######## block 1 ########
--- src/rtl/ldpc_src_framer.sv ---
// Ingress framer for the LDPC encoder: checks frame length, packs beats into core words, buffers them in a FIFO.
// Define LDPC_FRAMER_MSB_FIRST_EN to pack beats MSB-first; LSB-first otherwise.
module ldpc_src_framer #(
  parameter int IN_W       = 8,
  parameter int OUT_W      = 32,
  parameter int LEN_W      = 13,
  parameter int FIFO_DEPTH = 4
) (
  input  logic             clk,
  input  logic             arst_n,
  input  logic [IN_W-1:0]  src_msg,
  input  logic             src_valid,
  input  logic             src_start_frame,
  input  logic             src_end_frame,
  output logic             src_ready,
  output logic             src_err,
  input  logic [LEN_W-1:0] cfg_num_bytes,
  output logic [OUT_W-1:0] core_data,
  output logic             core_valid,
  output logic             core_last,
  input  logic             core_ready,
  input  logic             dst_dec_complete,
  output logic             busy
);

  localparam int BPB = IN_W / 8;
  localparam int R   = OUT_W / IN_W;
  localparam int LW  = (R > 1) ? $clog2(R) : 1;
  localparam int AW  = (FIFO_DEPTH > 1) ? $clog2(FIFO_DEPTH) : 1;
  localparam int CW  = AW + 1;
  localparam logic [LEN_W-1:0] BPB_L    = LEN_W'(BPB);
  localparam logic [LW-1:0]    LANE_MAX = LW'(R - 1);

  typedef enum logic [1:0] {IDLE, FILL, WAIT_DONE, ERR} state_t;

  state_t           state;
  logic             alive;
  logic [LEN_W-1:0] cnt, last_idx, last_bytes;
  logic [LW-1:0]    lane;
  logic [OUT_W-1:0] acc;
  logic             done_seen;

  logic [OUT_W-1:0]      mem_d [FIFO_DEPTH];
  logic [FIFO_DEPTH-1:0] mem_l;
  logic [AW-1:0]         wr_ptr, rd_ptr;
  logic [CW-1:0]         count;
  logic                  full, empty, accept, pop;

  logic             start_ph, is_last, do_beat, beat_err, err_now, push, idle_err;
  logic [LEN_W-1:0] b_idx, b_last_idx, b_last_bytes;
  logic [LW-1:0]    b_lane, lane_nx;
  logic [IN_W-1:0]  beat_m;
  logic [OUT_W-1:0] word_nx;

  assign full       = (count == CW'(FIFO_DEPTH));
  assign empty      = (count == '0);
  assign src_ready  = alive && (state != WAIT_DONE) && !full;
  assign accept     = src_valid && src_ready;
  assign core_valid = !empty;
  assign core_data  = empty ? '0 : mem_d[rd_ptr];
  assign core_last  = !empty && mem_l[rd_ptr];
  assign pop        = core_valid && core_ready;
  assign busy       = (state != IDLE);

  // Outside FILL the only beat that matters is a start beat, so its frame geometry comes straight from cfg.
  always_comb begin
    start_ph     = (state != FILL);
    b_last_idx   = start_ph ? cfg_num_bytes / BPB_L : last_idx;
    b_last_bytes = start_ph ? (cfg_num_bytes % BPB_L) + 1'b1 : last_bytes;
    b_idx        = start_ph ? '0 : cnt;
    b_lane       = start_ph ? '0 : lane;
    is_last      = (b_idx == b_last_idx);
    beat_m       = src_msg;
    for (int j = 0; j < BPB; j++)
      if (is_last && LEN_W'(j) >= b_last_bytes) beat_m[j*8 +: 8] = 8'h00;
    word_nx = (b_lane == '0) ? '0 : acc;
    for (int k = 0; k < R; k++)
      if (b_lane == LW'(k))
`ifdef LDPC_FRAMER_MSB_FIRST_EN
        word_nx[OUT_W-1-k*IN_W -: IN_W] = beat_m;
`else
        word_nx[k*IN_W +: IN_W] = beat_m;
`endif
    lane_nx  = (b_lane == LANE_MAX) ? '0 : b_lane + 1'b1;
    do_beat  = accept && (state == FILL || src_start_frame);
    beat_err = (state == FILL && src_start_frame) || (src_end_frame != is_last);
    err_now  = do_beat && beat_err;
    push     = do_beat && !beat_err && (is_last || b_lane == LANE_MAX);
    idle_err = accept && (state == IDLE) && !src_start_frame;
  end

  always_ff @(posedge clk or negedge arst_n) begin
    if (!arst_n) begin
      state      <= IDLE;
      alive      <= 1'b0;
      src_err    <= 1'b0;
      cnt        <= '0;
      last_idx   <= '0;
      last_bytes <= '0;
      lane       <= '0;
      acc        <= '0;
      done_seen  <= 1'b0;
    end else begin
      alive   <= 1'b1;
      src_err <= err_now || idle_err;
      case (state)
        IDLE, FILL, ERR: begin
          if (do_beat) begin
            if (beat_err) begin
              state <= ERR;
            end else begin
              last_idx   <= b_last_idx;
              last_bytes <= b_last_bytes;
              cnt        <= b_idx + 1'b1;
              lane       <= lane_nx;
              acc        <= word_nx;
              done_seen  <= 1'b0;
              state      <= is_last ? WAIT_DONE : FILL;
            end
          end
        end
        WAIT_DONE: begin
          // An early completion pulse is held until the last word has left the FIFO.
          if (dst_dec_complete) done_seen <= 1'b1;
          if (empty && (done_seen || dst_dec_complete)) begin
            done_seen <= 1'b0;
            state     <= IDLE;
          end
        end
        default: state <= IDLE;
      endcase
    end
  end

  always_ff @(posedge clk or negedge arst_n) begin
    if (!arst_n) begin
      wr_ptr <= '0;
      rd_ptr <= '0;
      count  <= '0;
    end else if (err_now) begin
      wr_ptr <= '0;
      rd_ptr <= '0;
      count  <= '0;
    end else begin
      if (push) wr_ptr <= wr_ptr + 1'b1;
      if (pop)  rd_ptr <= rd_ptr + 1'b1;
      count <= count + CW'(push) - CW'(pop);
    end
  end

  always_ff @(posedge clk) begin
    if (push) begin
      mem_d[wr_ptr] <= word_nx;
      mem_l[wr_ptr] <= is_last;
    end
  end

endmodule

--- config.mk ---
export PLATFORM = sky130hd
export DESIGN_NAME = ldpc_src_framer
export DESIGN_NICKNAME = d
export VERILOG_FILES = /design/src/rtl/ldpc_src_framer.sv
export SDC_FILE = /design/constraint.sdc
export NUM_CORES = 1
export LEC_CHECK = 0
export CAP_MARGIN = 0
export CORE_UTILIZATION = 60
export DETAILED_ROUTE_END_ITERATION = 12
export GPL_ROUTABILITY_DRIVEN = 0
export HOLD_SLACK_MARGIN = 0.12
export PLACE_DENSITY = 0.87
export SYNTH_ARGS = -nofsm -noshare
export SYNTH_HDL_FRONTEND = slang
export SYNTH_SLANG_ARGS = --single-unit
--- constraint.sdc ---
create_clock -name clk -period 6.9 [get_ports clk]
set_clock_uncertainty 0.2 [all_clocks]
set_input_delay 1.035 -clock clk [delete_from_list [all_inputs] [get_ports clk]]
set_output_delay 1.035 -clock clk [all_outputs]
set_load 0.03 [all_outputs]
######## block 2 ########
[src/rtl/div_share_arbiter.sv]
`timescale 1ns/1ps
`default_nettype none
// ============================================================================
// Module      : div_share_arbiter
// Description : Round-robin arbiter that shares one external divider among
//               NUM_REQ requesters, one divide in flight at a time.
// Revision    : 1.0 - initial release
// ============================================================================
module div_share_arbiter #(
  parameter  int NUM_REQ     = 4,
  parameter  int NUMER_DW    = 16,
  parameter  int DENOM_DW    = 16,
  parameter  int TIMEOUT_CYC = 64,
  localparam int ID_W        = $clog2(NUM_REQ)
) (
  input  logic                         i_clk,
  input  logic                         i_rst_n,
  input  logic [NUM_REQ-1:0]           i_req,
  input  logic [NUM_REQ*NUMER_DW-1:0]  i_numer_bus,
  input  logic [NUM_REQ*DENOM_DW-1:0]  i_denom_bus,
  output logic [NUM_REQ-1:0]           o_grant,
  output logic                         o_div_en,
  output logic [NUMER_DW-1:0]          o_div_numer,
  output logic [DENOM_DW-1:0]          o_div_denom,
  input  logic [NUMER_DW-1:0]          i_div_quotient,
  input  logic                         i_div_quotient_vld,
  output logic [NUMER_DW-1:0]          o_result,
  output logic [ID_W-1:0]              o_result_id,
  output logic                         o_result_vld,
  output logic                         o_dbz,
  output logic                         o_timeout
);

  localparam int CNT_W = $clog2(TIMEOUT_CYC + 1);

  typedef enum logic [1:0] {
    S_IDLE  = 2'd0,
    S_ISSUE = 2'd1,
    S_WAIT  = 2'd2,
    S_DONE  = 2'd3
  } state_t;

  state_t              state_q, state_d;
  logic [ID_W-1:0]     rr_ptr_q, rr_ptr_d;
  logic [ID_W-1:0]     win_q, win_d;
  logic [ID_W-1:0]     result_id_q, result_id_d;
  logic [CNT_W-1:0]    cnt_q, cnt_d;
  logic [NUMER_DW-1:0] numer_q, numer_d;
  logic [DENOM_DW-1:0] denom_q, denom_d;
  logic [NUMER_DW-1:0] div_numer_q, div_numer_d;
  logic [DENOM_DW-1:0] div_denom_q, div_denom_d;
  logic [NUMER_DW-1:0] result_q, result_d;
  logic [NUM_REQ-1:0]  grant_q, grant_d;
  logic                div_en_q, div_en_d;
  logic                result_vld_q, result_vld_d;
  logic                dbz_q, dbz_d;
  logic                timeout_q, timeout_d;

  logic                sel_found;
  logic [ID_W-1:0]     sel_idx;

  function automatic logic [ID_W-1:0] wrap_add(input logic [ID_W-1:0] base, input int off);
    int sum;
    sum = int'(base) + off;
    if (sum >= NUM_REQ) sum = sum - NUM_REQ;
    return ID_W'(sum);
  endfunction

  // First asserted requester at or after the round-robin pointer.
  always_comb begin
    sel_found = 1'b0;
    sel_idx   = '0;
    for (int i = 0; i < NUM_REQ; i++) begin
      if (!sel_found && i_req[wrap_add(rr_ptr_q, i)]) begin
        sel_found = 1'b1;
        sel_idx   = wrap_add(rr_ptr_q, i);
      end
    end
  end

  always_ff @(posedge i_clk) begin
    if (!i_rst_n) begin
      state_q      <= S_IDLE;
      rr_ptr_q     <= '0;
      win_q        <= '0;
      result_id_q  <= '0;
      cnt_q        <= '0;
      numer_q      <= '0;
      denom_q      <= '0;
      div_numer_q  <= '0;
      div_denom_q  <= '0;
      result_q     <= '0;
      grant_q      <= '0;
      div_en_q     <= 1'b0;
      result_vld_q <= 1'b0;
      dbz_q        <= 1'b0;
      timeout_q    <= 1'b0;
    end else begin
      state_q      <= state_d;
      rr_ptr_q     <= rr_ptr_d;
      win_q        <= win_d;
      result_id_q  <= result_id_d;
      cnt_q        <= cnt_d;
      numer_q      <= numer_d;
      denom_q      <= denom_d;
      div_numer_q  <= div_numer_d;
      div_denom_q  <= div_denom_d;
      result_q     <= result_d;
      grant_q      <= grant_d;
      div_en_q     <= div_en_d;
      result_vld_q <= result_vld_d;
      dbz_q        <= dbz_d;
      timeout_q    <= timeout_d;
    end
  end

  always_comb begin
    state_d      = state_q;
    rr_ptr_d     = rr_ptr_q;
    win_d        = win_q;
    result_id_d  = result_id_q;
    cnt_d        = cnt_q;
    numer_d      = numer_q;
    denom_d      = denom_q;
    div_numer_d  = div_numer_q;
    div_denom_d  = div_denom_q;
    result_d     = result_q;
    dbz_d        = dbz_q;
    timeout_d    = timeout_q;
    grant_d      = '0;
    div_en_d     = 1'b0;
    result_vld_d = 1'b0;

    case (state_q)
      S_IDLE: begin
        if (sel_found) begin
          win_d   = sel_idx;
          numer_d = i_numer_bus[int'(sel_idx)*NUMER_DW +: NUMER_DW];
          denom_d = i_denom_bus[int'(sel_idx)*DENOM_DW +: DENOM_DW];
          state_d = S_ISSUE;
        end
      end
      S_ISSUE: begin
        grant_d[win_q] = 1'b1;
        rr_ptr_d       = wrap_add(win_q, 1);
        result_id_d    = win_q;
        div_numer_d    = numer_q;
        div_denom_d    = denom_q;
        cnt_d          = '0;
        if (denom_q != '0) begin
          div_en_d = 1'b1;
          state_d  = S_WAIT;
        end else begin
          result_d = '1;
          dbz_d    = 1'b1;
          state_d  = S_DONE;
        end
      end
      S_WAIT: begin
        if (i_div_quotient_vld) begin
          result_d = i_div_quotient;
          dbz_d    = 1'b0;
          state_d  = S_DONE;
        end else if (cnt_q == CNT_W'(TIMEOUT_CYC - 1)) begin
          // Divider never answered: report a zero result and latch the error.
          result_d  = '0;
          dbz_d     = 1'b0;
          timeout_d = 1'b1;
          state_d   = S_DONE;
        end else begin
          cnt_d = cnt_q + CNT_W'(1);
        end
      end
      S_DONE: begin
        result_vld_d = 1'b1;
        state_d      = S_IDLE;
      end
      default: state_d = S_IDLE;
    endcase
  end

  assign o_grant      = grant_q;
  assign o_div_en     = div_en_q;
  assign o_div_numer  = div_numer_q;
  assign o_div_denom  = div_denom_q;
  assign o_result     = result_q;
  assign o_result_id  = result_id_q;
  assign o_result_vld = result_vld_q;
  assign o_dbz        = dbz_q;
  assign o_timeout    = timeout_q;

endmodule
`default_nettype wire
[config.mk]
export PLATFORM = sky130hd
export DESIGN_NAME = div_share_arbiter
export DESIGN_NICKNAME = d
export VERILOG_FILES = /design/src/rtl/div_share_arbiter.sv
export SDC_FILE = /design/constraint.sdc
export NUM_CORES = 1
export LEC_CHECK = 0
export CAP_MARGIN = 0
export CORE_UTILIZATION = 35
export DETAILED_ROUTE_END_ITERATION = 10
export PLACE_DENSITY = 0.78
export SLEW_MARGIN = 20
export SYNTH_ARGS = -nofsm -noshare
export SYNTH_HDL_FRONTEND = slang
export SYNTH_SLANG_ARGS = --single-unit
[constraint.sdc]
create_clock -name i_clk -period 3.9 [get_ports i_clk]
set_input_delay 0.975 -clock i_clk [delete_from_list [all_inputs] [get_ports i_clk]]
set_output_delay 0.975 -clock i_clk [all_outputs]
set_load 0.03 [all_outputs]
######## block 3 ########
**src/rtl/capture_store_fifo_pkg.sv**
```systemverilog
// Shared definitions for the capture/store FIFO: c_enable encodings, FSM states, defaults.
package capture_store_fifo_pkg;

  localparam int unsigned DATA_W_DEFAULT = 8;

  localparam logic [7:0] CE_COUNT = 8'd0;
  localparam logic [7:0] CE_STORE = 8'd1;

  typedef enum logic [1:0] {
    IDLE  = 2'd0,
    COUNT = 2'd1,
    CAPT  = 2'd2,
    HOLD  = 2'd3
  } cap_state_e;

endpackage

```
**src/rtl/capture_store_fifo_if.sv**
```systemverilog
// Stream/status bundle between the count/store stage, the capture FIFO and its consumer.
interface capture_store_fifo_if
  import capture_store_fifo_pkg::*;
#(
  parameter int unsigned DATA_W = DATA_W_DEFAULT,
  parameter int unsigned ADDR_W = 3
);

  logic [7:0]        c_enable;
  logic [DATA_W-1:0] store;
  logic [DATA_W-1:0] out_data;
  logic              out_valid;
  logic              out_ready;
  logic [ADDR_W:0]   level;
  logic              full;
  logic [7:0]        ovf_cnt;
  logic              ovf_clr;

  // Master drives the capture inputs and consumes the stream; slave is the capture FIFO.
  modport master (
    output c_enable,
    output store,
    output out_ready,
    output ovf_clr,
    input  out_data,
    input  out_valid,
    input  level,
    input  full,
    input  ovf_cnt
  );

  modport slave (
    input  c_enable,
    input  store,
    input  out_ready,
    input  ovf_clr,
    output out_data,
    output out_valid,
    output level,
    output full,
    output ovf_cnt
  );

endinterface

```
**src/rtl/capture_store_fifo_sync_fifo_fwft.sv**
```systemverilog
// First-word-fall-through FIFO; push while full is accepted only alongside a pop.
module sync_fifo_fwft #(
  parameter int unsigned DATA_W = 8,
  parameter int unsigned DEPTH  = 8,
  parameter int unsigned ADDR_W = 3
) (
  input  logic              i_clk,
  input  logic              i_rst,
  input  logic              i_push,
  input  logic              i_pop,
  input  logic [DATA_W-1:0] i_wdata,
  output logic [DATA_W-1:0] o_rdata,
  output logic [ADDR_W:0]   o_level,
  output logic              o_full,
  output logic              o_empty
);

  logic [DATA_W-1:0] r_mem [DEPTH];
  logic [ADDR_W-1:0] r_wr_ptr;
  logic [ADDR_W-1:0] r_rd_ptr;
  logic [ADDR_W:0]   r_level;

  logic w_full;
  logic w_empty;
  logic w_pop_acc;
  logic w_push_acc;

  assign w_full     = (r_level == (ADDR_W+1)'(DEPTH));
  assign w_empty    = (r_level == '0);
  assign w_pop_acc  = i_pop & ~w_empty;
  assign w_push_acc = i_push & (~w_full | w_pop_acc);

  // Storage carries no reset; pointer reset is enough to discard contents.
  always_ff @(posedge i_clk) begin
    if (w_push_acc) begin
      r_mem[r_wr_ptr] <= i_wdata;
    end
  end

  always_ff @(posedge i_clk or posedge i_rst) begin
    if (i_rst) begin
      r_wr_ptr <= '0;
      r_rd_ptr <= '0;
      r_level  <= '0;
    end else begin
      if (w_push_acc) begin
        r_wr_ptr <= r_wr_ptr + ADDR_W'(1);
      end
      if (w_pop_acc) begin
        r_rd_ptr <= r_rd_ptr + ADDR_W'(1);
      end
      case ({w_push_acc, w_pop_acc})
        2'b10:   r_level <= r_level + (ADDR_W+1)'(1);
        2'b01:   r_level <= r_level - (ADDR_W+1)'(1);
        default: r_level <= r_level;
      endcase
    end
  end

  assign o_rdata = r_mem[r_rd_ptr];
  assign o_level = r_level;
  assign o_full  = w_full;
  assign o_empty = w_empty;

endmodule

```
**src/rtl/capture_store_fifo.sv**
```systemverilog
// Detects count->store transitions on c_enable, queues each captured value and streams it out.
module capture_store_fifo
  import capture_store_fifo_pkg::*;
#(
  parameter int unsigned DATA_W = DATA_W_DEFAULT,
  parameter int unsigned DEPTH  = 8,
  parameter int unsigned ADDR_W = 3
) (
  input  logic                  newclk_k,
  input  logic                  rst,
  capture_store_fifo_if.slave   cap_bus
);

  cap_state_e        r_state;
  logic              r_wr_req;
  logic [7:0]        r_ovf_cnt;

  logic [DATA_W-1:0] w_rdata;
  logic [ADDR_W:0]   w_level;
  logic              w_full;
  logic              w_empty;
  logic              w_pop;
  logic              w_drop;

  // r_wr_req is high exactly while in CAPT, so the edge leaving CAPT writes store.
  always_ff @(posedge newclk_k or posedge rst) begin
    if (rst) begin
      r_state  <= IDLE;
      r_wr_req <= 1'b0;
    end else begin
      r_wr_req <= 1'b0;
      case (r_state)
        IDLE: begin
          if (cap_bus.c_enable == CE_COUNT) r_state <= COUNT;
        end
        COUNT: begin
          if (cap_bus.c_enable == CE_STORE) begin
            r_state  <= CAPT;
            r_wr_req <= 1'b1;
          end else if (cap_bus.c_enable != CE_COUNT) begin
            r_state <= IDLE;
          end
        end
        CAPT: begin
          if (cap_bus.c_enable == CE_STORE)      r_state <= HOLD;
          else if (cap_bus.c_enable == CE_COUNT) r_state <= COUNT;
          else                                   r_state <= IDLE;
        end
        HOLD: begin
          if (cap_bus.c_enable == CE_COUNT)      r_state <= COUNT;
          else if (cap_bus.c_enable != CE_STORE) r_state <= IDLE;
        end
        default: r_state <= IDLE;
      endcase
    end
  end

  assign w_pop  = ~w_empty & cap_bus.out_ready;
  assign w_drop = r_wr_req & w_full & ~w_pop;

  always_ff @(posedge newclk_k or posedge rst) begin
    if (rst) begin
      r_ovf_cnt <= '0;
    end else if (cap_bus.ovf_clr) begin
      r_ovf_cnt <= '0;
    end else if (w_drop && (r_ovf_cnt != 8'hFF)) begin
      r_ovf_cnt <= r_ovf_cnt + 8'd1;
    end
  end

  sync_fifo_fwft #(
    .DATA_W (DATA_W),
    .DEPTH  (DEPTH),
    .ADDR_W (ADDR_W)
  ) u_fifo (
    .i_clk   (newclk_k),
    .i_rst   (rst),
    .i_push  (r_wr_req),
    .i_pop   (cap_bus.out_ready),
    .i_wdata (cap_bus.store),
    .o_rdata (w_rdata),
    .o_level (w_level),
    .o_full  (w_full),
    .o_empty (w_empty)
  );

  assign cap_bus.out_data  = w_rdata;
  assign cap_bus.out_valid = ~w_empty;
  assign cap_bus.level     = w_level;
  assign cap_bus.full      = w_full;
  assign cap_bus.ovf_cnt   = r_ovf_cnt;

endmodule

```
**src/flat_wrapper.sv**
```systemverilog
// flat-port wrapper written by rule: the top's interface ports become plain ports
module capture_store_fifo_flat import capture_store_fifo_pkg::*;
#(
  parameter int unsigned DATA_W = DATA_W_DEFAULT,
  parameter int unsigned DEPTH  = 8,
  parameter int unsigned ADDR_W = 3
)
  (newclk_k, rst, cap_bus_c_enable, cap_bus_store, cap_bus_out_ready, cap_bus_ovf_clr, cap_bus_out_data, cap_bus_out_valid, cap_bus_level, cap_bus_full, cap_bus_ovf_cnt);
  capture_store_fifo_if #(.DATA_W(DATA_W), .ADDR_W(ADDR_W)) cap_bus_i ();
  input  logic newclk_k;
  input  logic rst;
  input wire logic [$bits(cap_bus_i.c_enable)-1:0] cap_bus_c_enable;
  input wire logic [$bits(cap_bus_i.store)-1:0] cap_bus_store;
  input wire logic [$bits(cap_bus_i.out_ready)-1:0] cap_bus_out_ready;
  input wire logic [$bits(cap_bus_i.ovf_clr)-1:0] cap_bus_ovf_clr;
  output wire logic [$bits(cap_bus_i.out_data)-1:0] cap_bus_out_data;
  output wire logic [$bits(cap_bus_i.out_valid)-1:0] cap_bus_out_valid;
  output wire logic [$bits(cap_bus_i.level)-1:0] cap_bus_level;
  output wire logic [$bits(cap_bus_i.full)-1:0] cap_bus_full;
  output wire logic [$bits(cap_bus_i.ovf_cnt)-1:0] cap_bus_ovf_cnt;
  assign cap_bus_i.c_enable = cap_bus_c_enable;
  assign cap_bus_i.store = cap_bus_store;
  assign cap_bus_i.out_ready = cap_bus_out_ready;
  assign cap_bus_i.ovf_clr = cap_bus_ovf_clr;
  assign cap_bus_out_data = cap_bus_i.out_data;
  assign cap_bus_out_valid = cap_bus_i.out_valid;
  assign cap_bus_level = cap_bus_i.level;
  assign cap_bus_full = cap_bus_i.full;
  assign cap_bus_ovf_cnt = cap_bus_i.ovf_cnt;
  capture_store_fifo #(.DATA_W(DATA_W), .DEPTH(DEPTH), .ADDR_W(ADDR_W)) u_core (.newclk_k(newclk_k), .rst(rst), .cap_bus(cap_bus_i));
endmodule
```
**config.mk**
```make
export PLATFORM = sky130hd
export DESIGN_NAME = capture_store_fifo_flat
export DESIGN_NICKNAME = d
export VERILOG_FILES = /design/src/rtl/capture_store_fifo_pkg.sv /design/src/rtl/capture_store_fifo_if.sv /design/src/rtl/capture_store_fifo_sync_fifo_fwft.sv /design/src/rtl/capture_store_fifo.sv /design/src/flat_wrapper.sv
export SDC_FILE = /design/constraint.sdc
export NUM_CORES = 1
export LEC_CHECK = 0
export CORE_MARGIN = 2
export CORE_UTILIZATION = 41
export DETAILED_ROUTE_END_ITERATION = 10
export PLACE_DENSITY = 0.62
export SYNTH_ARGS = -nofsm -noshare
export SYNTH_HDL_FRONTEND = slang
export SYNTH_SLANG_ARGS = --single-unit
```
**constraint.sdc**
```tcl
create_clock -name newclk_k -period 1.9 [get_ports newclk_k]
set_clock_uncertainty 0.05 [all_clocks]
set_input_delay 0.285 -clock newclk_k [delete_from_list [all_inputs] [get_ports newclk_k]]
set_output_delay 0.285 -clock newclk_k [all_outputs]
set_load 0.01 [all_outputs]
```
Figure 1. Pin map (block 2).
(3 px per um) Pins as bars across the die edge, other pins in grey.
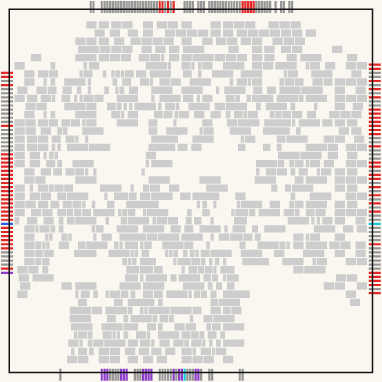
Cyan shows o_result_id, pins 2, direction output, edge 1 bottom, 1 right. Blue shows i_rst_n, pins 1, direction input, edge left. Red shows i_denom_bus, pins 64, direction input, edge 28 left, 27 right, 9 top. Purple shows i_div_quotient, pins 16, direction input, edge 15 bottom, 1 left.
Die Height: 120.6 um
number of buffer cells added on primary ports: 208

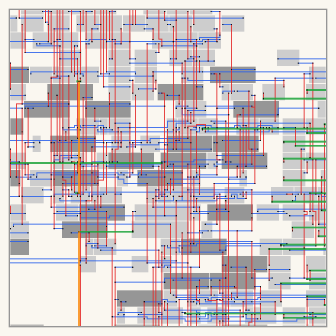
Figure 2: block 2, a small window of the routed layout.
Region (65, 65) to (115, 115) um. Cells in grey, sequential cells in the stronger grey; small squares are vias.
Red shows metal 2. Orange shows metal 4. Blue shows metal 1. Green shows metal 3.
Netlist names of flops here include o_div_denom (6), o_div_numer (6), denom_q (5). Most frequent: clkdlybuf4s50_1 (42), mux2i_1 (33), dfxtp_1 (22). 139 logic cells have their middle in the window. Sequential cells in the window: 22.

==> notes.md, block 2 <==
Flow results are below.

- The category of the worst setup path capture point is a flop, for reference.
- The first-pass GRT wire length is ~23 mm, for reference.
- The most used flip-flop cell after synthesis is sky130_fd_sc_hd__dfxtp_1.
- The netlist area before placement is slightly below 5000 um^2, for reference.
- The worst hold-check slack is 0.4645 ns, for reference.
- The sequential area share after synthesis is 0.4190, for reference.
- The skew report gives the latency at the later pin of the worst-skew pair as about 0.34 ns.
- Counting every instance in the synthesized netlist gives roughly 530.
- Pins over their slew limit in the final report were tallied at 0.
- A synthesized cell averages just over 9 um^2.
- The number of nets at the end of the flow is roughly 870, for reference.
- The via count of the first global-routing pass came to 4,689.
- The net count of the mapped netlist is 691, for reference.
- In this run, the synthesized area fraction spent on xor and xnor cells is recorded as 0.005339.
- The number of library cell types mapped by synthesis is 42, for reference.
- The final critical-path setup slack is 0.7397 ns, for reference.
- For the worst min-delay path, the startpoint reported by OpenROAD is o_timeout.
- The beginning of the critical path is i_req[0], for reference.
- The report puts the cell count of the worst reg-to-reg path at 7.
- In the floorplan report the effective utilization is 0.3658.
- The number of placement rows is about 42, for reference.
- The analysis reports a worst IR drop on VDD of ~0.00028 V.
- The die covers approximately 15,000 um^2.
- The power density over the cells is between 600 and 700 nW/um^2, for reference.
- The largest net degree at the start of global routing is 60, for reference.
- The die extent in x is around 120 um, for reference.
- The number of inserted filler cells in the final layout is between 1k and 1.5k, for reference.
- The finished layout cell area is about 7400 um^2, for reference.
- Along the worst path, the maximum fanout reaches 35.
- Setup repair after global routing left no endpoint under its margin.
- The clock tree from TritonCTS is done, for reference.
- The share of total power in the clock network is 0.205, for reference.
- Dividing the detail-routed via count by the number of cells gives approximately 5.3.
- The tightest min-delay check is of the flop to flop type.
- The total cells reported by yosys after synthesis is approximately 530, for reference.
- The run finished with clean final reports.
- The placer's final routability congestion estimate is 0.8206, for reference.
- The setup fix buffers added after clock tree synthesis is 0, for reference.
- After routing, the total negative slack on setup checks comes to 0 ns.
## block 2: per-layer routing
layer | vias to the layer above | global-route usage | share of wire
met5 | - | 0 | 0
met4 | 0 | 0.07562 | 0.019
met3 | 20 | 0.03302 | 0.072
met2 | 168 | 0.3524 | 0.48
met1 | 2213 | 0.2520 | 0.43
li1 | 2321 | - | -
## block 2: power by group through the flow
stage / sequential, uW / combinational, uW / clock [uW]
finish: 1590 / 1950 / 915
global route: 1630 / 2110 / 977
floorplan: 1820 / 1030 / 0
global placement: 1590 / 1900 / 0
CTS: 1590 / 1960 / 932
detailed placement: 1610 / 1950 / 0
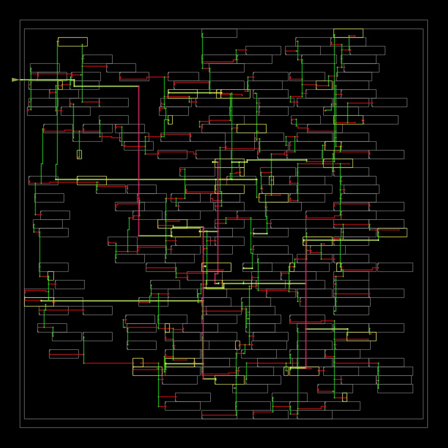
Figure 3: block 1, clock nets.
clock buffer instance count of the final layout: 35
insertion delay at the late pin of the worst-skew pair: 0.50 ns
total clock buffers created by CTS: 22
sequential cell count: 217
CTS sink cnt: 217

==> notes.md, block 1 <==
Flow results are below.

- Combinational power for this build is around 1500 uW.
- The number of enable flip-flop cells is 132, for reference.
- Nets still carrying antenna violations after routing amount to 0.
- The async set-or-reset flop fraction in the synthesized netlist is 0.3917, for reference.
- The end of the critical path is count[2], for reference.
- The registers reported with the highest flop counts are mem_d x128, acc x32.
- Buffers added to address setup during post-CTS repair amount to 0.
- The number of max-cap violations is 0, for reference.
- Per the layout report, the design carries slightly above 70 non-clock buffers.
- The internal portion of total power is just under 3000 uW, for reference.
- The synthesized netlist occupies a cell area of roughly 9500 um^2.
- The met1 track demand over resource is 0.3402, for reference.
- After detailed routing, no signal wire sits above met4.
- The die extent in y is ~130 um, for reference.
- In the setup report, the worst path falls into the class flop to flop.
- For this run, the top clock speed supported by timing is 0.2216 GHz.
- The wire length recorded after detailed routing is just under 20 mm.
- For the clock group, total power comes out at 1110 uW.
- The total leakage power is 0.004009 uW, for reference.
- The total DRC errors in the routed layout is 0, for reference.
- Across the placement rows, the number of tap cells is between 200 and 250.
- The flow ran to the end, and the final reports show no timing, DRC or antenna violations.
- The cell type of the slowest stage on the worst timing path is sky130_fd_sc_hd__mux2i_1, for reference.
- The final setup TNS is 0 ns, for reference.
- Wire segments on met3 add up to around 1.3 mm in the final route.
- The biggest slice of the total power is consumed by sequential cells.
- STA classifies the critical path endpoint as a flop.
- Leaving out filler cells and counting taps, the final layout contains about 900.
- The launching point of the worst reg2reg path is state[1], for reference.
- The signal on the critical path passes through nand2b_1 -> a2111oi_4 -> nand4_1 -> a22oi_4 -> mux2i_1 -> inv_1 -> ha_1 -> inv_1 -> ha_1 -> inv_1 -> fa_1 -> xor2_1 -> xnor2_1 -> nor2_1.
- The largest net degree at the start of global routing is about 86, for reference.
- Setup repair after global routing left no endpoint under its margin.
[block 1: kinds of logic after synthesis]
kind of cell | Yosys count | synth area share
buffers and inverters | 61 | 0.02578
AND-OR/OR-AND | 110 | 0.09340
multiplexers | 64 | 0.1147
AND/OR/NAND/NOR | 160 | 0.09879
adder cells (fa/ha/maj) | 12 | 0.01657
flip-flops | 217 | 0.6404
other | 1 | 0.0003943
XOR/XNOR | 10 | 0.009998
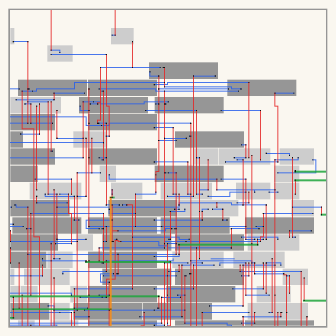
Figure 4: block 3, a small window of the routed layout.
Region (48, 48) to (98, 98) um. Cells in grey, sequential cells in the stronger grey; small squares are vias.
Orange shows metal 4. Red shows metal 2. Blue shows metal 1. Green shows metal 3.
58 logic cells have their middle in the window. Netlist names of flops here include u_core.u_fifo.r_mem (28), u_core.u_fifo.r_rd_ptr (2). Most frequent: edfxtp_1 (28), mux4_2 (7), buf_6 (6). Sequential cells in the window: 30.

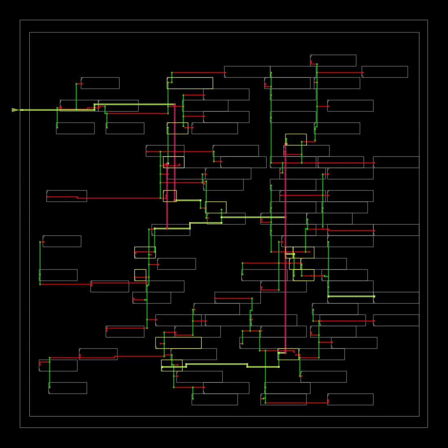
Figure 5: block 3, clock nets.
insertion delay at the late pin of the worst-skew pair: 0.34 ns
CTS sink cnt: 85
clock distribution power: 1360 uW
sequential cell count: 85
clock buffer instance count of the final layout: 9

==> notes.md, block 3 <==
Flow results are below.

- The final reports fail on setup timing.
- The share of total power in the clock network is 0.232, for reference.
- Across all setup checks in the final design, the least slack found is -0.3631 ns.
- For this run, the register share of the synthesized area comes to 0.6731.
- Synthesis inferred around 85 register bits.
- The synthesized netlist cell count is 216, for reference.
- Of the total synthesized cell area, the portion taken by AND, OR, NAND and NOR gates is 0.08534.
- Yosys mapped the design onto 47 distinct sky130hd cell types.
- The dominant logic cell type in the layout is sky130_fd_sc_hd__edfxtp_1, for reference.
- Grouping non-sequential cells by family puts the most area in multiplexers.
- The cell count after placement is ~400, for reference.
- The final wirelength is about 7.4 mm, for reference.
- The initial antenna violation count is 0, for reference.
- The met2 track demand over resource in global routing is 0.2645, for reference.
- The total setup violations reported at the end of the flow is 10, for reference.
- For the final routed database, the setup TNS stands at -2.596 ns.
- The flow ran to the end, but the final reports show violations.
- The total of buffers placed on input and output ports is a little over 40, for reference.
- The count of cell instances traversed by the critical path is 5, for reference.
-- block 3: registers in the layout, summed over array words and instances (netlist names) --
register,cells
u_core.r_state,2
u_core.u_fifo.o_level,4
u_core.r_wr_req,1
u_core.u_fifo.r_rd_ptr,3
u_core.u_fifo.r_wr_ptr,3
u_core.cap_bus.ovf_cnt,8
u_core.u_fifo.r_mem,64
-- block 3: power by group through the flow --
stage,sequential (uW),clock (uW),combinational (uW)
after floorplan,2200,0,1000
after global placement,2190,0,1820
after detailed placement,2190,0,1840
after CTS,2160,1390,2210
after global routing,2170,1470,2520
final,2160,1360,2350

## Gallery

M3 wires.
(4 px per um) Cells faint in the background.
shot_01.png
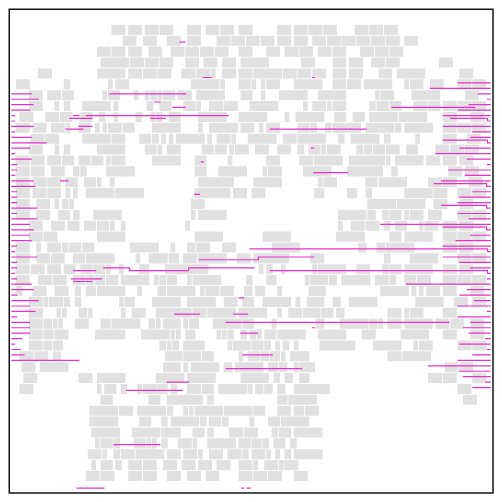
shot_02.png
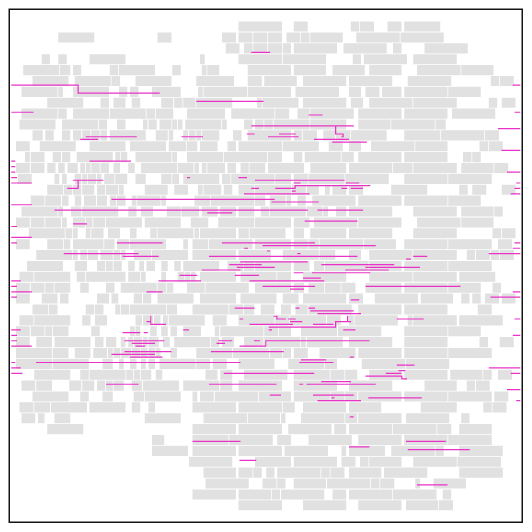
shot_03.png
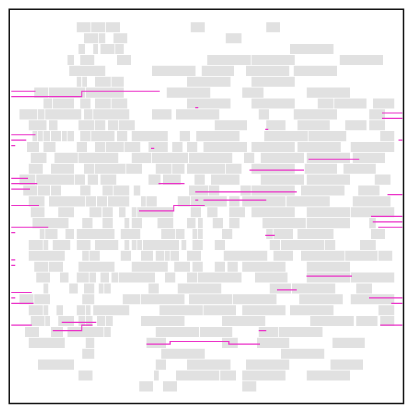
- block 3 = shot_03.png
- block 1 = shot_02.png
- block 2 = shot_01.png
Of these, smallest die: shot_03.png

Key to shot_03.png:
The longest straight run is 25.1 um. 35 nets have wire on it. The layer holds 4.2% of the routed length.


######## block 4 ########
Figure 6. M3 wires (block 4).
(10 px per um) Cells faint in the background.
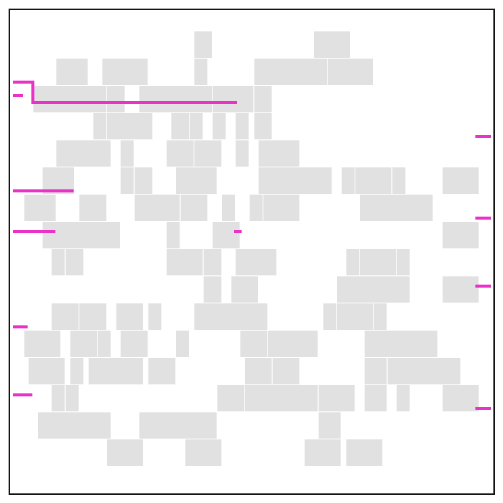

### src/rtl/sipo_deser.sv
// sipo_deser: serial-in parallel-out deserializer with sof framing, a one-entry output register and overrun/resync flags
module sipo_deser #(
    parameter int WIDTH     = 4,
    parameter int LSB_FIRST = 1
) (
    input  logic                     clk,
    input  logic                     rst,
    input  logic                     si,
    input  logic                     si_valid,
    input  logic                     sof,
    output logic [WIDTH-1:0]         po,
    output logic                     po_valid,
    input  logic                     po_ready,
    output logic [$clog2(WIDTH)-1:0] bit_cnt,
    output logic                     busy,
    output logic                     overrun,
    output logic                     frame_err,
    input  logic                     clr_ovr
);
    localparam int CW = $clog2(WIDTH);
    localparam logic [CW-1:0] LAST = CW'(WIDTH - 1);
    typedef enum logic {IDLE, SHIFT} state_t;
    state_t           state_q, state_d;
    logic [WIDTH-1:0] sr_q, sr_d, po_q, po_d, word;
    logic [CW-1:0]    cnt_q, cnt_d, pos;
    logic             pov_q, pov_d, ovr_q, ovr_d, ferr_q, ferr_d, done;
    always_comb begin
        state_d = state_q;
        sr_d    = sr_q;
        cnt_d   = cnt_q;
        ferr_d  = 1'b0;
        done    = 1'b0;
        pos     = (LSB_FIRST != 0) ? cnt_q : LAST - cnt_q;
        word    = sr_q;
        word[pos] = si;
        if (si_valid && sof) begin
            ferr_d  = (state_q == SHIFT);
            sr_d    = '0;
            sr_d[(LSB_FIRST != 0) ? 0 : WIDTH - 1] = si;
            cnt_d   = CW'(1);
            state_d = SHIFT;
        end else if (si_valid && state_q == SHIFT) begin
            done    = (cnt_q == LAST);
            sr_d    = done ? '0 : word;
            cnt_d   = done ? '0 : cnt_q + CW'(1);
            state_d = done ? IDLE : SHIFT;
        end
        // a completed word loads if the slot is empty or being drained this edge, otherwise it is dropped
        po_d  = (done && (!pov_q || po_ready)) ? word : po_q;
        pov_d = done | (pov_q & ~po_ready);
        ovr_d = (done & pov_q & ~po_ready) | (ovr_q & ~clr_ovr);
    end
    always_ff @(posedge clk) begin
        if (!rst) begin
            state_q <= IDLE;
            sr_q    <= '0;
            cnt_q   <= '0;
            po_q    <= '0;
            pov_q   <= 1'b0;
            ovr_q   <= 1'b0;
            ferr_q  <= 1'b0;
        end else begin
            state_q <= state_d;
            sr_q    <= sr_d;
            cnt_q   <= cnt_d;
            po_q    <= po_d;
            pov_q   <= pov_d;
            ovr_q   <= ovr_d;
            ferr_q  <= ferr_d;
        end
    end
    assign po        = po_q;
    assign po_valid  = pov_q;
    assign bit_cnt   = cnt_q;
    assign busy      = (state_q == SHIFT);
    assign overrun   = ovr_q;
    assign frame_err = ferr_q;
endmodule

### config.mk
export PLATFORM = sky130hd
export DESIGN_NAME = sipo_deser
export DESIGN_NICKNAME = d
export VERILOG_FILES = /design/src/rtl/sipo_deser.sv
export SDC_FILE = /design/constraint.sdc
export NUM_CORES = 1
export LEC_CHECK = 0
export ABC_AREA = 0
export CAP_MARGIN = 40
export CORE_UTILIZATION = 30
export DETAILED_ROUTE_END_ITERATION = 7
export PLACE_DENSITY_LB_ADDON = 0.05
export SYNTH_ARGS = -nofsm -noshare
export SYNTH_HDL_FRONTEND = slang
export SYNTH_SLANG_ARGS = --single-unit
export TNS_END_PERCENT = 20
### constraint.sdc
create_clock -name clk -period 1.53 [get_ports clk]
set_clock_uncertainty 0.1 [all_clocks]
set_input_delay 0.2295 -clock clk [delete_from_list [all_inputs] [get_ports clk]]
set_output_delay 0.2295 -clock clk [all_outputs]
set_load 0.01 [all_outputs]
######## block 5 ########
$ cat config.mk
export PLATFORM = sky130hd
export DESIGN_NAME = seg7_digit_driver
export DESIGN_NICKNAME = d
export VERILOG_FILES = /design/src/rtl/seg7_pkg.sv /design/src/rtl/seg7_decode.sv /design/src/rtl/seg7_digit_driver.sv
export SDC_FILE = /design/constraint.sdc
export NUM_CORES = 1
export LEC_CHECK = 0
export CORE_UTILIZATION = 56
export CTS_CLUSTER_SIZE = 24
export DETAILED_ROUTE_END_ITERATION = 10
export PLACE_DENSITY = 0.78
export SETUP_SLACK_MARGIN = 0.5
export SYNTH_ARGS = -nofsm -noshare
export SYNTH_HDL_FRONTEND = slang
export SYNTH_SLANG_ARGS = --single-unit
export TNS_END_PERCENT = 50
$ cat constraint.sdc
create_clock -name clk -period 2.65 [get_ports clk]
set_input_delay 0.53 -clock clk [delete_from_list [all_inputs] [get_ports clk]]
set_output_delay 0.53 -clock clk [all_outputs]
set_load 0.05 [all_outputs]
$ cat src/rtl/seg7_pkg.sv
// Shared glyph codes and active-low seven-segment patterns.
// Segment bit order is {g,f,e,d,c,b,a}: bit 0 is segment a, bit 6 is segment g.
// A 0 bit lights the segment and a 1 bit leaves it dark.
package seg7_pkg;

    localparam int unsigned CODE_W = 5;
    localparam int unsigned SEG_W  = 7;

    // Non-hex glyph codes; codes 0..15 are the hex digits themselves.
    localparam logic [CODE_W-1:0] GLYPH_BLANK = 5'd16;
    localparam logic [CODE_W-1:0] GLYPH_MINUS = 5'd17;
    localparam logic [CODE_W-1:0] GLYPH_H     = 5'd18;
    localparam logic [CODE_W-1:0] GLYPH_L     = 5'd19;
    localparam logic [CODE_W-1:0] GLYPH_P     = 5'd20;
    localparam logic [CODE_W-1:0] GLYPH_U     = 5'd21;
    localparam logic [CODE_W-1:0] GLYPH_R     = 5'd22;
    localparam logic [CODE_W-1:0] GLYPH_N     = 5'd23;

    // Active-low patterns, g..a.
    localparam logic [SEG_W-1:0] SEG_0     = 7'b1000000;
    localparam logic [SEG_W-1:0] SEG_1     = 7'b1111001;
    localparam logic [SEG_W-1:0] SEG_2     = 7'b0100100;
    localparam logic [SEG_W-1:0] SEG_3     = 7'b0110000;
    localparam logic [SEG_W-1:0] SEG_4     = 7'b0011001;
    localparam logic [SEG_W-1:0] SEG_5     = 7'b0010010;
    localparam logic [SEG_W-1:0] SEG_6     = 7'b0000010;
    localparam logic [SEG_W-1:0] SEG_7     = 7'b1111000;
    localparam logic [SEG_W-1:0] SEG_8     = 7'b0000000;
    localparam logic [SEG_W-1:0] SEG_9     = 7'b0010000;
    localparam logic [SEG_W-1:0] SEG_A     = 7'b0001000;
    localparam logic [SEG_W-1:0] SEG_B     = 7'b0000011;
    localparam logic [SEG_W-1:0] SEG_C     = 7'b1000110;
    localparam logic [SEG_W-1:0] SEG_D     = 7'b0100001;
    localparam logic [SEG_W-1:0] SEG_E     = 7'b0000110;
    localparam logic [SEG_W-1:0] SEG_F     = 7'b0001110;
    localparam logic [SEG_W-1:0] SEG_BLANK = 7'b1111111;
    localparam logic [SEG_W-1:0] SEG_MINUS = 7'b0111111;
    localparam logic [SEG_W-1:0] SEG_H     = 7'b0001001;
    localparam logic [SEG_W-1:0] SEG_L     = 7'b1000111;
    localparam logic [SEG_W-1:0] SEG_P     = 7'b0001100;
    localparam logic [SEG_W-1:0] SEG_U     = 7'b1000001;
    localparam logic [SEG_W-1:0] SEG_R     = 7'b0101111;
    localparam logic [SEG_W-1:0] SEG_N     = 7'b0101011;

endpackage

$ cat src/rtl/seg7_decode.sv
// Combinational glyph-code to active-low seven-segment decoder.
// Ports:
//   code_i : 5-bit glyph code (0..15 hex, 16..23 special glyphs, rest blank)
//   seg_o  : active-low segment drives {g,f,e,d,c,b,a}
module seg7_decode
    import seg7_pkg::*;
(
    input  logic [CODE_W-1:0] code_i,
    output logic [SEG_W-1:0]  seg_o
);

    // Unused codes fall through to blank so the output is never X.
    always_comb begin
        seg_o = SEG_BLANK;
        case (code_i)
            5'd0:        seg_o = SEG_0;
            5'd1:        seg_o = SEG_1;
            5'd2:        seg_o = SEG_2;
            5'd3:        seg_o = SEG_3;
            5'd4:        seg_o = SEG_4;
            5'd5:        seg_o = SEG_5;
            5'd6:        seg_o = SEG_6;
            5'd7:        seg_o = SEG_7;
            5'd8:        seg_o = SEG_8;
            5'd9:        seg_o = SEG_9;
            5'd10:       seg_o = SEG_A;
            5'd11:       seg_o = SEG_B;
            5'd12:       seg_o = SEG_C;
            5'd13:       seg_o = SEG_D;
            5'd14:       seg_o = SEG_E;
            5'd15:       seg_o = SEG_F;
            GLYPH_BLANK: seg_o = SEG_BLANK;
            GLYPH_MINUS: seg_o = SEG_MINUS;
            GLYPH_H:     seg_o = SEG_H;
            GLYPH_L:     seg_o = SEG_L;
            GLYPH_P:     seg_o = SEG_P;
            GLYPH_U:     seg_o = SEG_U;
            GLYPH_R:     seg_o = SEG_R;
            GLYPH_N:     seg_o = SEG_N;
            default:     seg_o = SEG_BLANK;
        endcase
    end

endmodule

$ cat src/rtl/seg7_digit_driver.sv
// Scan clock divider plus glyph decoder for the 4-digit seven-segment scanner.
// Ports:
//   clk         : system clock, all state on its rising edge
//   rst         : synchronous active-high reset
//   seven_in    : 5-bit glyph code to display
//   seven_out   : active-low segments {g,f,e,d,c,b,a}, combinational from seven_in
//   divided_clk : registered square wave, period 2*DIV_COUNT clk cycles
//   tick        : one-cycle pulse coincident with each divided_clk rise
module seg7_digit_driver
    import seg7_pkg::*;
#(
    parameter int unsigned DIV_COUNT = 50000,
    parameter int unsigned CNT_W     = 26
) (
    input  logic              clk,
    input  logic              rst,
    input  logic [CODE_W-1:0] seven_in,
    output logic [SEG_W-1:0]  seven_out,
    output logic              divided_clk,
    output logic              tick
);

    localparam logic [CNT_W-1:0] CNT_LAST = CNT_W'(DIV_COUNT - 1);

    logic [CNT_W-1:0] cnt_q, cnt_d;
    logic             div_clk_q, div_clk_d;
    logic             tick_q, tick_d;
    logic             wrap;

    // Half-period terminal count: wrap the counter and toggle the output.
    always_comb begin
        wrap      = (cnt_q == CNT_LAST);
        cnt_d     = cnt_q + CNT_W'(1);
        div_clk_d = div_clk_q;
        // The tick is registered alongside the toggle so both change on the same edge.
        tick_d    = wrap && !div_clk_q;
        if (wrap) begin
            cnt_d     = '0;
            div_clk_d = ~div_clk_q;
        end
    end

    always_ff @(posedge clk) begin
        if (rst) begin
            cnt_q     <= '0;
            div_clk_q <= 1'b0;
            tick_q    <= 1'b0;
        end else begin
            cnt_q     <= cnt_d;
            div_clk_q <= div_clk_d;
            tick_q    <= tick_d;
        end
    end

    assign divided_clk = div_clk_q;
    assign tick        = tick_q;

    seg7_decode u_decode (
        .code_i (seven_in),
        .seg_o  (seven_out)
    );

endmodule


==> notes/layouts.md <==
Pictures saved along the way, in no particular order.

Placed cells, one colour a class.
(a)
(10 px per um)
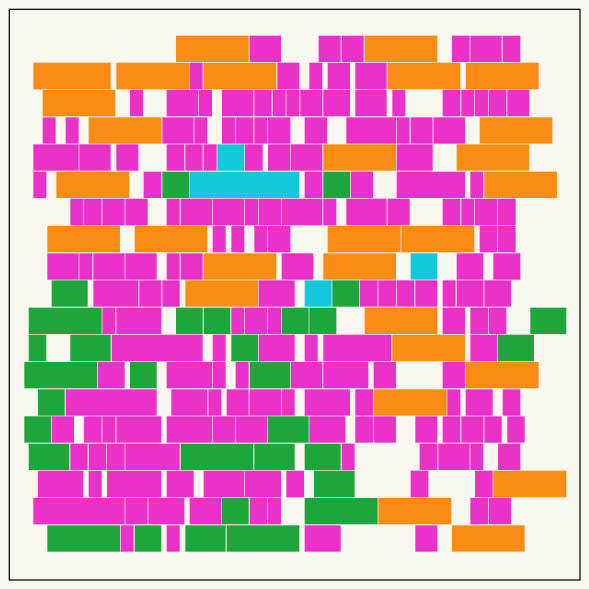
(b)
(12 px per um)
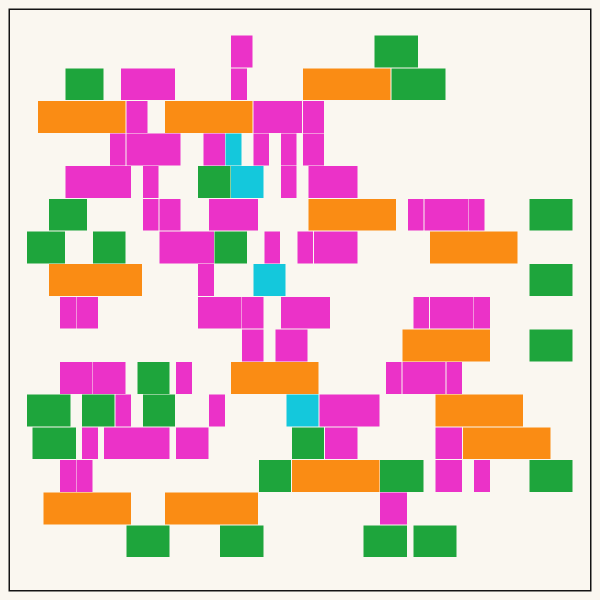
(b): block 4
(a): block 5
- highest utilization: (a)

Key to (a):
Orange shows flops, cells 28, share of their area 26%. Cyan shows clock drivers and dummy loads, cells 4, share of their area 2.4%. Green shows other buffers and delay cells, cells 31, share of their area 16%. Magenta shows combinational and other logic, cells 177, share of their area 56%.

Figure 7. Wiring heat map (block 4).
(6 px per um) The die is cut into 10 by 10 equal tiles; dark purple is low, yellow is high, scaled to the fullest tile. Values are wire area over tile area, all layers added.
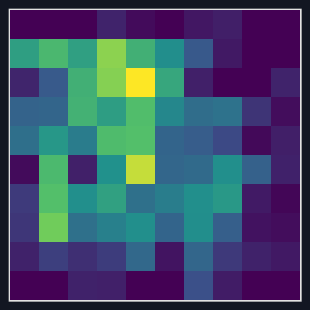
17% of the tiles are nearly empty. The fullest tile reaches 0.30. The mean over all tiles is 0.087. The emptiest ninth of the die: top right. 21% of the tiles are over half the peak. The densest ninth of the die: middle.
Overall Global Routing Usage: 0.1322
Avg WL per Cell: 10.56 um
Vias: 554
total detailed-routing wirelength: 1.310 mm

## Picture notes: Figure 6
The layer holds 3.2% of the routed length. The wires run mostly horizontal.

==> notes.md, block 4 <==
Flow results are below.

- After global routing the overflow that remains totals 0.
- Summed over all sequential cells, the power is roughly 350 uW.
- The clock latency reported for the late side of the worst-skew pair is 0.27 ns, for reference.
- The maximum clock frequency is a little under 0.7 GHz, for reference.
- The launching point of the worst reg2reg path is bit_cnt[1], for reference.
- Of the total power, the clock network draws 0.325.
- The sequential area share after synthesis is 0.4039, for reference.
- The data required time reported for the critical path is about 1.2 ns.
- CTS saw 13 sinks.
- The setup slack after placement is -0.08853 ns, for reference.
- The net count of the mapped netlist is a little over 80, for reference.
- The total power after layout is between 600 and 700 uW, for reference.
- The core area is roughly 2000 um^2, for reference.
- The flow ran to the end, and the final reports show no timing, DRC or antenna violations.
- Summing every instance area after synthesis gives ~640 um^2.
- Clock tree synthesis inserted a total of 3 buffers.
- The synth_stat.txt file lists the number of cells as about 72.
- Setup repair after global routing left no endpoint under its margin.
- The main area contributors are sky130_fd_sc_hd__dfxtp_1 (40%), sky130_fd_sc_hd__nand2_1 (10%), sky130_fd_sc_hd__ha_1 (7.8%), sky130_fd_sc_hd__mux2i_1 (6.2%), sky130_fd_sc_hd__mux2_2 (5.2%).
- The detailed-placement wirelength estimate is about 980 um, for reference.
- The longest incremental delay of any stage on the critical path is reported as 0.53 ns.
- The portion of synthesized cell area occupied by the leading cell type is 0.4039, for reference.
- Broken down by cell family, the worst path's largest delay share belongs to buffers and inverters.
- The total setup violations reported at the end of the flow is 0, for reference.
- The logic share of the area is 0.3920, for reference.
==> block 4: metal layers <==
metal  track usage  up-vias
li1              -      294
met1        0.1631      248
met2        0.2136       10
met3       0.03774        2
met4       0.05882        0
met5             0        -
==> block 4: how the worst max path moves through the flow <==
stage               endpoint       start  slack (ns)
floorplan              po[0]  bit_cnt[0]        0.10
global placement       po[3]    si_valid       -0.06
detailed placement     po[3]    si_valid       -0.09
CTS                    po[3]  bit_cnt[1]        0.02
global route           po[0]       po[0]        0.01
finish                 po[3]       po[3]        0.07
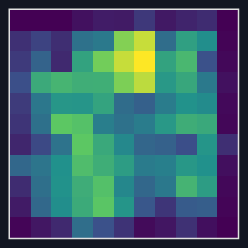
Figure 8: block 5, wiring heat map.
(4 px per um) The die is cut into 11 by 11 equal tiles; dark purple is low, yellow is high, scaled to the fullest tile. Values are wire area over tile area, all layers added.
The densest ninth of the die: top middle. The mean over all tiles is 0.22. The fullest tile reaches 0.60. 36% of the tiles are over half the peak. 7.4% of the tiles are nearly empty.
Vias: 1,750
Avg WL per Cell: 16.62 um
total detailed-routing wirelength: 4.503 mm

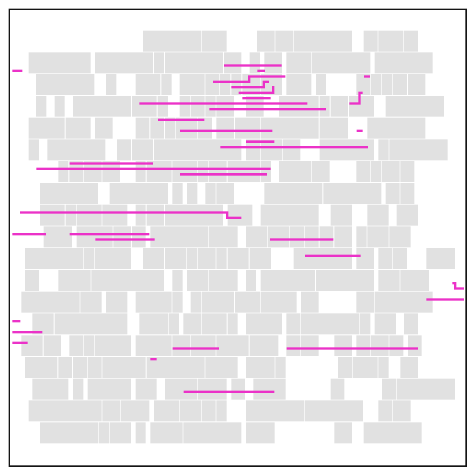
Figure 9: block 5, M3 wires.
(8 px per um) Cells faint in the background.
The longest straight run is 29.0 um. 26 nets have wire on it. The wires run mostly horizontal. The layer holds 5.9% of the routed length.
M3 GR Usage: 0.04378

==> notes.md, block 5 <==
Flow results are below.

- The count of routing violations after the opening detailed-route iteration is roughly 140, for reference.
- The number of nets at the end of the flow is about 260, for reference.
- Per the synthesis report, the XOR/XNOR share of the synthesized area is 0.07259.
- Per the timing report, the biggest fanout along the worst path comes to 7.
- During synthesis, Yosys emitted a total of 0 warnings.
- After synthesis, the cell types taking the most area are sky130_fd_sc_hd__dfxtp_1 (33%), sky130_fd_sc_hd__ha_1 (6.7%), sky130_fd_sc_hd__nor2_1 (5.6%), sky130_fd_sc_hd__xnor2_1 (5.2%), sky130_fd_sc_hd__a21oi_1 (5.0%).
- In the final layout, the fill cell count is ~180.
- Per the layout area report, the sequential fraction of cell area is 0.2541.
- The worst path meets setup with a little under 0.5 ns of slack.
- In the floorplan report the effective utilization is 0.6021.
- The detail-routed via count per cell is roughly 6.5, for reference.
- The script parses the final routing iteration and logs DRC violations as 3.
- The run finished, with violations left.
- The layer carrying the most global-route usage is met2, for reference.
- The worst IR drop on VDD is approximately 0.00031 V, for reference.
- By startpoint and endpoint, the worst setup path is classified as input pin to output port.
- After floorplanning, the core was sized to cover ~2800 um^2.
- The number of routed nets with antenna violations is 0, for reference.
- The clock tree from TritonCTS is done, for reference.
- The final reports fail on DRC.
- The synthesized design contains 0 enable-type register cells.
- Per the post-CTS timing run, clock transition at the registers of the reported paths is between 0.1 and 0.15 ns.
- The kind of path behind the tightest hold check is flop to flop, for reference.
- Measured in cells, the most critical reg-to-reg path has a length of 4.
- For this design the ratio of total power to cell area is about 420 nW/um^2.
- The simple-gate share of the synthesized area is 0.3015, for reference.
- The number of top-level design ports is 16, for reference.
- CTS saw 28 sinks.
- The routed length on met3 is roughly 260 um, for reference.
- The ratio of final minimum period to clock period is 0.8173, for reference.
- For the final database, setup skew stands at between 0.01 and 0.015 ns.
## block 5: registers in the layout (all words and copies together), names as in the netlist
register / count
tick: 1
cnt_q: 26
divided_clk: 1
## block 5: critical path, delay by kind of cell
kind	cells	cell delay [ns]
multiplexers	1	0.27
buffers and inverters	3	0.42
adder cells (fa/ha/maj)	1	0.19
AND-OR/OR-AND	2	0.22
## block 5: power by group
part	internal [uW]	switching (uW)
Combinational	94.1	117
Clock	153	129
Sequential	425	3.86
Total	673	250


==> notes/layouts.md <==
Pictures saved along the way, in no particular order.

Clock nets.
Plate I
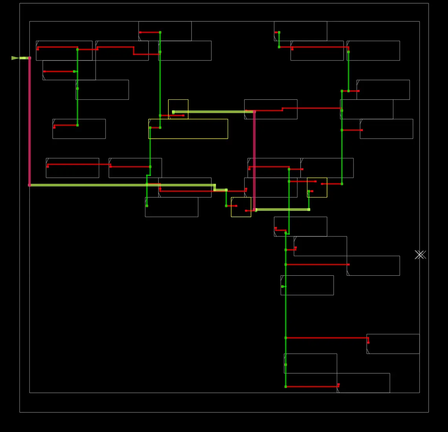
Plate II
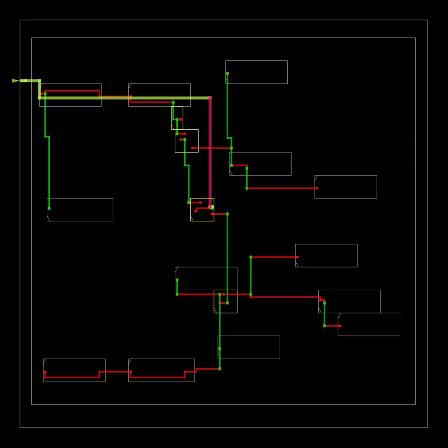
Plate III
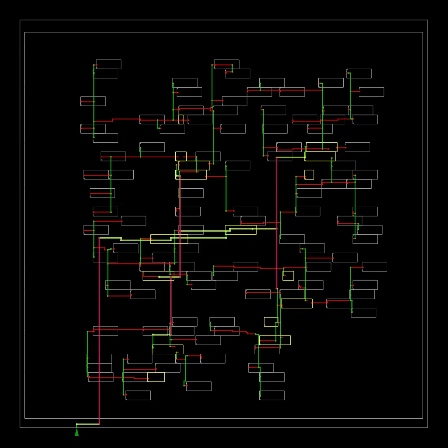
- block 2 = Plate III
- block 5 = Plate I
- block 4 = Plate II
Of these, most sequential cells: Plate III
Of these, most clock buffers: Plate III

Power figures rest on the tool's default switching activity, not on a simulated workload.
